==================== block 1
Figure 1. Drive-strength map (block 1).
(2 px per µm)
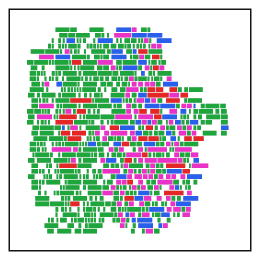

<file path="src/rtl/nmr_clk_pkg.sv">
// Shared constants and state encoding for the burst clock divider.
// Imported by the divider top and its handshake interface.
package nmr_clk_pkg;

  localparam int CNT_W_DEF   = 16;
  localparam int BURST_W_DEF = 16;

  typedef enum logic [1:0] {
    S_IDLE,
    S_ARM,
    S_RUN,
    S_DONE
  } state_e;

endpackage

</file>
<file path="src/rtl/edge_sync.sv">
// Two-flop synchroniser with rising-edge detect on the synchronised level.
// rise_pulse is one clk_sys cycle wide per rising edge of async_in.
module edge_sync (
  input  logic clk_sys,
  input  logic rst_n,
  input  logic async_in,
  output logic rise_pulse
);

  logic sync1_q;
  logic sync2_q;

  always_ff @(posedge clk_sys) begin
    if (!rst_n) begin
      sync1_q <= 1'b0;
      sync2_q <= 1'b0;
    end else begin
      sync1_q <= async_in;
      sync2_q <= sync1_q;
    end
  end

  assign rise_pulse = sync1_q & ~sync2_q;

endmodule

</file>
<file path="src/rtl/clk_div_ctrl.sv">
// Burst clock divider: divides the 5 MHz reference by 2*half and emits
// a programmable number of output periods (0 = free running).
module clk_div_ctrl
  import nmr_clk_pkg::*;
#(
  parameter int CNT_W   = CNT_W_DEF,
  parameter int BURST_W = BURST_W_DEF
) (
  input  logic               clk_sys,
  input  logic               rst_n,
  input  logic               clk_5M,
  input  logic               cfg_wr,
  input  logic [CNT_W-1:0]   cfg_half,
  input  logic [BURST_W-1:0] cfg_burst,
  input  logic               start,
  input  logic               stop,
  output logic               clk_out,
  output logic               busy,
  output logic               done,
  output logic               cfg_err
);

  logic tick;

  edge_sync u_sync (
    .clk_sys    (clk_sys),
    .rst_n      (rst_n),
    .async_in   (clk_5M),
    .rise_pulse (tick)
  );

  state_e             state_q, state_d;
  logic [CNT_W-1:0]   half_q, half_d;
  logic [BURST_W-1:0] burst_q, burst_d;
  logic [CNT_W-1:0]   hrun_q, hrun_d;
  logic [BURST_W-1:0] brun_q, brun_d;
  logic [CNT_W-1:0]   cnt_q, cnt_d;
  logic [BURST_W-1:0] per_q, per_d;
  logic               clk_q, clk_d;
  logic               vld_q, vld_d;
  logic               err_d;
  logic               busy_q, done_q, err_q;

  always_comb begin
    state_d = state_q;
    half_d  = half_q;
    burst_d = burst_q;
    hrun_d  = hrun_q;
    brun_d  = brun_q;
    cnt_d   = cnt_q;
    per_d   = per_q;
    clk_d   = clk_q;
    vld_d   = vld_q;
    err_d   = 1'b0;

    if (cfg_wr) begin
      if (state_q == S_IDLE && cfg_half != '0) begin
        half_d  = cfg_half;
        burst_d = cfg_burst;
        vld_d   = 1'b1;
      end else begin
        err_d = 1'b1;
      end
    end

    unique case (state_q)
      S_IDLE: begin
        // A run snapshots the config held before this cycle's write.
        if (start) begin
          if (vld_q) begin
            state_d = S_ARM;
            hrun_d  = half_q;
            brun_d  = burst_q;
          end else begin
            err_d = 1'b1;
          end
        end
      end
      S_ARM: begin
        if (stop) begin
          state_d = S_IDLE;
          clk_d   = 1'b0;
        end else if (tick) begin
          state_d = S_RUN;
          cnt_d   = CNT_W'(1);
          clk_d   = 1'b0;
          per_d   = '0;
        end
      end
      S_RUN: begin
        if (stop) begin
          state_d = S_IDLE;
          clk_d   = 1'b0;
        end else if (tick) begin
          if (cnt_q == hrun_q) begin
            cnt_d = CNT_W'(1);
            clk_d = ~clk_q;
            if (clk_q) begin
              per_d = per_q + BURST_W'(1);
              if (brun_q != '0 && per_d == brun_q) begin
                state_d = S_DONE;
              end
            end
          end else begin
            cnt_d = cnt_q + CNT_W'(1);
          end
        end
      end
      S_DONE: begin
        state_d = S_IDLE;
        clk_d   = 1'b0;
      end
      default: state_d = S_IDLE;
    endcase
  end

  always_ff @(posedge clk_sys) begin
    if (!rst_n) begin
      state_q <= S_IDLE;
      half_q  <= '0;
      burst_q <= '0;
      hrun_q  <= '0;
      brun_q  <= '0;
      cnt_q   <= CNT_W'(1);
      per_q   <= '0;
      clk_q   <= 1'b0;
      vld_q   <= 1'b0;
      busy_q  <= 1'b0;
      done_q  <= 1'b0;
      err_q   <= 1'b0;
    end else begin
      state_q <= state_d;
      half_q  <= half_d;
      burst_q <= burst_d;
      hrun_q  <= hrun_d;
      brun_q  <= brun_d;
      cnt_q   <= cnt_d;
      per_q   <= per_d;
      clk_q   <= clk_d;
      vld_q   <= vld_d;
      busy_q  <= (state_d != S_IDLE);
      done_q  <= (state_d == S_DONE);
      err_q   <= err_d;
    end
  end

  assign clk_out = clk_q;
  assign busy    = busy_q;
  assign done    = done_q;
  assign cfg_err = err_q;

endmodule
</file>
<file path="config.mk">
export PLATFORM = sky130hd
export DESIGN_NAME = clk_div_ctrl
export DESIGN_NICKNAME = d
export VERILOG_FILES = /design/src/rtl/nmr_clk_pkg.sv /design/src/rtl/edge_sync.sv /design/src/rtl/clk_div_ctrl.sv
export SDC_FILE = /design/constraint.sdc
export NUM_CORES = 1
export LEC_CHECK = 0
export CAP_MARGIN = 30
export CORE_MARGIN = 8
export CORE_UTILIZATION = 45
export DETAILED_ROUTE_END_ITERATION = 12
export GPL_ROUTABILITY_DRIVEN = 0
export HOLD_SLACK_MARGIN = 0.05
export PLACE_DENSITY = 0.76
export SETUP_SLACK_MARGIN = 0.2
export SLEW_MARGIN = 0
export SYNTH_ARGS = -nofsm -noshare
export SYNTH_HDL_FRONTEND = slang
export SYNTH_SLANG_ARGS = --single-unit
</file>
<file path="constraint.sdc">
create_clock -name clk_sys -period 1.9 [get_ports clk_sys]
set_input_delay 0.38 -clock clk_sys [delete_from_list [all_inputs] [get_ports clk_sys]]
set_output_delay 0.38 -clock clk_sys [all_outputs]
set_load 0.03 [all_outputs]
</file>
==================== block 2
### src/rtl/id_ex_stage.sv
// ID/EX pipeline register with load-use bubble insertion, hold and flush,
// plus a saturating count of inserted load-use bubbles.
module id_ex_stage #(
  parameter int unsigned DATA_W = 32,
  parameter int unsigned CNT_W  = 16
) (
  input  logic              clk,
  input  logic              rst_n,
  input  logic              id_valid,
  input  logic [DATA_W-1:0] id_pc4,
  input  logic [DATA_W-1:0] id_rs_data,
  input  logic [DATA_W-1:0] id_rt_data,
  input  logic [DATA_W-1:0] id_imm_ext,
  input  logic [4:0]        id_rs,
  input  logic [4:0]        id_rt,
  input  logic [4:0]        id_rd,
  input  logic              id_uses_rt,
  input  logic [3:0]        id_ALUCtrl,
  input  logic              id_ALUSrc,
  input  logic              id_RegDst,
  input  logic              id_MemRead,
  input  logic              id_MemWrite,
  input  logic              id_MemtoReg,
  input  logic              id_RegWrite,
  input  logic              id_Branch,
  input  logic              flush,
  input  logic              ex_stall,
  output logic              id_stall,
  output logic              ex_valid,
  output logic [DATA_W-1:0] ex_pc4,
  output logic [DATA_W-1:0] ex_rs_data,
  output logic [DATA_W-1:0] ex_rt_data,
  output logic [DATA_W-1:0] ex_imm_ext,
  output logic [4:0]        ex_rs,
  output logic [4:0]        ex_rt,
  output logic [4:0]        ex_rd,
  output logic [3:0]        ex_ALUCtrl,
  output logic              ex_ALUSrc,
  output logic              ex_RegDst,
  output logic              ex_MemRead,
  output logic              ex_MemWrite,
  output logic              ex_MemtoReg,
  output logic              ex_RegWrite,
  output logic              ex_Branch,
  output logic [CNT_W-1:0]  bubble_cnt
);

  localparam int unsigned REG_W = 5;

  typedef struct packed {
    logic              valid;
    logic [DATA_W-1:0] pc4;
    logic [DATA_W-1:0] rsData;
    logic [DATA_W-1:0] rtData;
    logic [DATA_W-1:0] immExt;
    logic [REG_W-1:0]  rs;
    logic [REG_W-1:0]  rt;
    logic [REG_W-1:0]  rd;
    logic [3:0]        aluCtrl;
    logic              aluSrc;
    logic              regDst;
    logic              memRead;
    logic              memWrite;
    logic              memtoReg;
    logic              regWrite;
    logic              branch;
  } exReg_t;

  exReg_t exQ;
  exReg_t idEntry;
  logic   loadUse;

  // A load into a nonzero register that the ID instruction reads must wait a cycle.
  always_comb begin
    loadUse = exQ.valid && exQ.memRead && (exQ.rt != REG_W'(0)) && id_valid &&
              ((exQ.rt == id_rs) || (id_uses_rt && (exQ.rt == id_rt)));
    id_stall = loadUse || ex_stall;
  end

  // Invalid ID slots still carry their fields but can have no side effects.
  always_comb begin
    idEntry          = '0;
    idEntry.valid    = id_valid;
    idEntry.pc4      = id_pc4;
    idEntry.rsData   = id_rs_data;
    idEntry.rtData   = id_rt_data;
    idEntry.immExt   = id_imm_ext;
    idEntry.rs       = id_rs;
    idEntry.rt       = id_rt;
    idEntry.rd       = id_rd;
    idEntry.aluCtrl  = id_ALUCtrl;
    idEntry.aluSrc   = id_ALUSrc;
    idEntry.regDst   = id_RegDst;
    idEntry.memtoReg = id_MemtoReg;
    idEntry.memRead  = id_MemRead && id_valid;
    idEntry.memWrite = id_MemWrite && id_valid;
    idEntry.regWrite = id_RegWrite && id_valid;
    idEntry.branch   = id_Branch && id_valid;
  end

  always_ff @(posedge clk) begin
    if (!rst_n) begin
      exQ <= '0;
    end else if (flush) begin
      exQ <= '0;
    end else if (ex_stall) begin
      exQ <= exQ;
    end else if (loadUse) begin
      exQ <= '0;
    end else begin
      exQ <= idEntry;
    end
  end

  // Counts only bubbles that load-use detection actually inserted.
  always_ff @(posedge clk) begin
    if (!rst_n) begin
      bubble_cnt <= '0;
    end else if (!flush && !ex_stall && loadUse && (bubble_cnt != '1)) begin
      bubble_cnt <= bubble_cnt + CNT_W'(1);
    end
  end

  assign ex_valid    = exQ.valid;
  assign ex_pc4      = exQ.pc4;
  assign ex_rs_data  = exQ.rsData;
  assign ex_rt_data  = exQ.rtData;
  assign ex_imm_ext  = exQ.immExt;
  assign ex_rs       = exQ.rs;
  assign ex_rt       = exQ.rt;
  assign ex_rd       = exQ.rd;
  assign ex_ALUCtrl  = exQ.aluCtrl;
  assign ex_ALUSrc   = exQ.aluSrc;
  assign ex_RegDst   = exQ.regDst;
  assign ex_MemRead  = exQ.memRead;
  assign ex_MemWrite = exQ.memWrite;
  assign ex_MemtoReg = exQ.memtoReg;
  assign ex_RegWrite = exQ.regWrite;
  assign ex_Branch   = exQ.branch;

endmodule
### config.mk
export PLATFORM = sky130hd
export DESIGN_NAME = id_ex_stage
export DESIGN_NICKNAME = d
export VERILOG_FILES = /design/src/rtl/id_ex_stage.sv
export SDC_FILE = /design/constraint.sdc
export NUM_CORES = 1
export LEC_CHECK = 0
export CAP_MARGIN = 20
export CORE_MARGIN = 5
export CORE_UTILIZATION = 41
export CTS_CLUSTER_DIAMETER = 150
export CTS_CLUSTER_SIZE = 12
export DETAILED_ROUTE_END_ITERATION = 12
export PLACE_DENSITY = 0.95
export SYNTH_ARGS = -nofsm -noshare
export SYNTH_HDL_FRONTEND = slang
export SYNTH_SLANG_ARGS = --single-unit
### constraint.sdc
create_clock -name clk -period 3 [get_ports clk]
set_input_delay 0.3 -clock clk [delete_from_list [all_inputs] [get_ports clk]]
set_output_delay 0.3 -clock clk [all_outputs]
set_load 0.005 [all_outputs]

==> gallery <==
Layout detail.
picture 1
Window x 39 to 89, y 64 to 114 µm. Cells in grey, sequential cells in the stronger grey; small squares are vias.
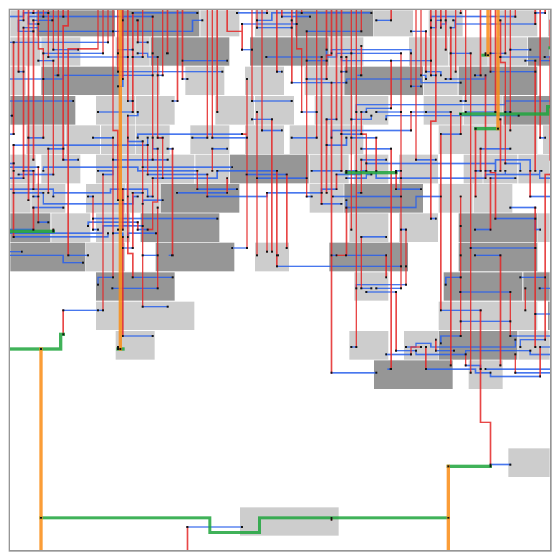
picture 2
Window x 35 to 85, y 59 to 109 µm. Cells in grey, sequential cells in the stronger grey; small squares are vias.
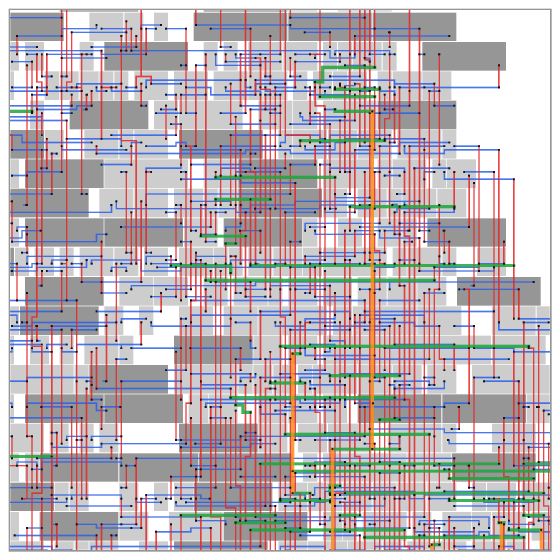
| picture | from |
|---|---|
| picture 2 | block 1 |
| picture 1 | block 2 |

Key to picture 1:
| layer | colour |
|---|---|
| M1 | blue |
| M3 | green |
| M2 | red |
| M4 | orange |
sequential cells in the window: 24
cells with their middle in the window: 91
netlist names of flops here include: ex_rt_data (13), ex_imm_ext (10)
most frequent: clkdlybuf4s50_1 (37), dfxtp_1 (24), a22o_1 (21)

Figure 2. Supply network (block 2).
(4 px per µm) Pins as bars on the die edge.
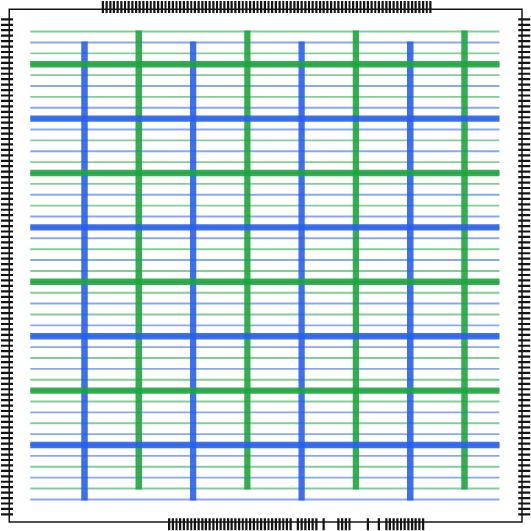
| net | colour |
|---|---|
| VSS | blue |
| VDD | green |
rows: 43
met1 rails: 44
CORE AREA: 0.0137 mm²
Die Span X: 128 µm

==> run notes, block 2 <==
Implementation numbers.

- The flow ran to the end, and the final reports show no timing, DRC or antenna violations.
- Measured against its own limit, the worst slew margin works out to about 52%.
- Per STA, the highest per-stage delay on the worst path measures between 500 and 600 ps.
- Looking at the cell usage after synthesis, the top flip-flop cell is dfxtp_1.
- Per the cell usage report, the commonest logic cell in the layout is clkdlybuf4s50_1.
- Setup total negative slack on the finished layout was measured at 0 ps.
- The met3 wire length is approximately 1800 µm.
- The via density per instance is roughly 5.3.
- The number of cells traversed by the worst hold path is 1.
- The synthesis run identifies the leading combinational cell family as AND-OR/OR-AND gates.
- TritonCTS built the clock tree.
- The total clock buffers created by CTS is 17.
- The final timing report gives a worst setup slack of roughly 540 ps.
- Setup repair after global routing left no endpoint under its margin.
- The fraction of met2 tracks used by global routing is 38.0%.
- The busiest layer in global routing is met2.
==> block 2: synth_stat cells (2+ instances only) <==
master	count	area share, %
nand2b_1	3	0.33
nand4_1	3	0.33
xnor2_1	10	1.5
a21oi_1	12	1.1
nor2_1	7	0.46
a32o_1	4	0.70
or4_1	4	0.53
nand2_1	8	0.53
clkbuf_1	18	1.2
o21ai_1	3	0.26
nand3_1	9	0.79
buf_6	18	3.6
o31ai_1	5	0.66
or3_1	8	0.88
inv_1	4	0.26
o21ai_0	5	0.44
a22o_1	151	23
dfxtp_1	171	60
xor2_1	2	0.31
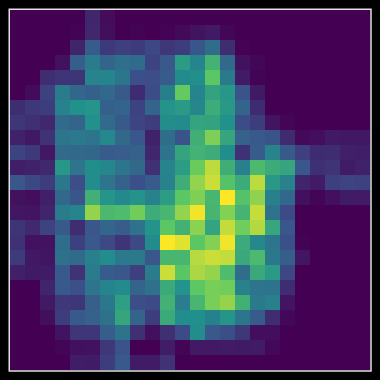
Figure 3: block 1, routed metal per tile.
(3 px per µm) The die is cut into 24 by 24 equal tiles; dark purple is low, yellow is high, scaled to the fullest tile. Values are wire area over tile area, all layers added.
mean over tiles: 0.18
tiles over half the peak: 17%
emptiest ninth of the die: upper right
total wire length after detailed routing: 15,400 µm
overall routing resource usage: 18.9%
Vias: 5,153
wire per inst: 17.2 µm

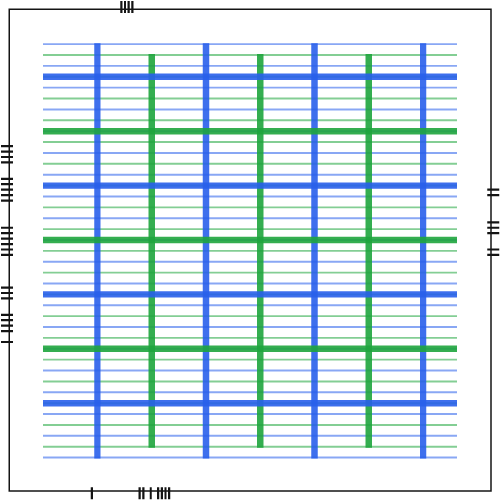
Figure 4: block 1, supply network.
(4 px per µm) Pins as bars on the die edge.
| net | colour |
|---|---|
| VSS | blue |
| VDD | green |
met4 straps: 7
rows: 38
Die Span X: 120 µm
CORE AREA: 0.0107 mm²

## Picture notes: Figure 1
| size | colour | cells | share |
|---|---|---|---|
| x3 and x4 | magenta | 114 | 15% |
| x2 | blue | 53 | 7.0% |
| x1 and smaller | green | 549 | 73% |
| x6 and larger | red | 36 | 4.8% |
count of plain and timing-repair buffers: 144
summed area of non-filler cells in the final layout: 0.00691 mm²
Worst Setup Slack, final: -301 ps
area grow syn2layout: 41.8%

==> run notes, block 1 <==
Implementation numbers.

- The portion of synthesized area spent on multiplexers is 0.462%.
- The number of setup violations in the final report is 27.
- The number of I/O pins is 42.
- The run finished, with violations left.
- In the global route stage, met2 resource usage came out at roughly 30%.
- The worst setup path is launched from a flip-flop.
- The post-detailed-route count of antenna-violating nets is 0.
- The worst pin sits at a relative slew slack of between 70% and 80%.
- The critical path data required time is 2200 ps.
- The Yosys step of the flow raised 0 warnings.
- The detailed-route DRC error count is 0.
- The met1 layer usage reported by global route is roughly a quarter.
- The non-clock buffer area fraction after layout is about a fifth.
- The cell with the largest stage delay on the worst path is or4_4.
- The final reports fail on negative setup slack.
- The setup TNS is -1930 ps.
- Setup slack on the critical path of the routed design comes to -301 ps.
- In this run, distinct cell masters in the synthesized netlist total approximately 51.
- The largest single stage delay on the critical path is 560 ps.
- The clock latency on the worst-skew pair is 380 ps.
- The combinational cell area excluding buffers and inverters is 0.00295 mm².
- The HPWL after detailed placement is slightly below 9000 µm.
- CTS reports a maximum clock tree buffer depth of 2.
- Per the CTS log, the root buffer master is clkbuf_8.
- STA classifies the critical path endpoint as a flip-flop.
- Global routing consumed, on the met3 layer, 3.33% of the routing resources.
- The clock group power is about 1.6 mW.
[block 1: repair_timing]
item                                   4_1_cts  5_1_grt
resized                                     84       49
endpoints found under the hold margin        0        0
setup endpoints to repair                   73       70
gates cloned                                 2        4
hold buffers                                 0        0
setup buffers                               15        6
pin swaps                                   36       20
[block 1: flip-flops by register name, summed over array words and instances, names as in the netlist, 2 cells and up]
name and count:
brun_q 16, burst_q 16, cnt_q 16, half_q 16
hrun_q 16, per_q 16, state_q 2
[block 1: metrics by stage]
stage	area [µm²]	instances
after global routing	6910	892
after detailed placement	5950	849
after CTS	6580	882
final	6910	892
after floorplan	4930	629
after global placement	5950	849


==> layout pictures side by side <==
Cell outlines without signal wires.
shot_01.png
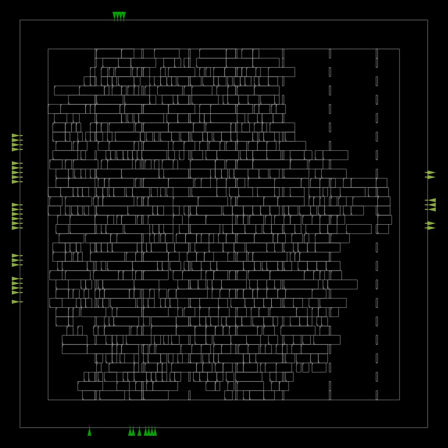
shot_02.png
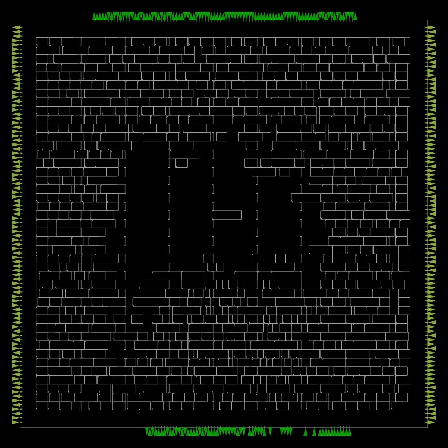
shot_01.png: block 1
shot_02.png: block 2

Power and IR drop assume default switching activity.
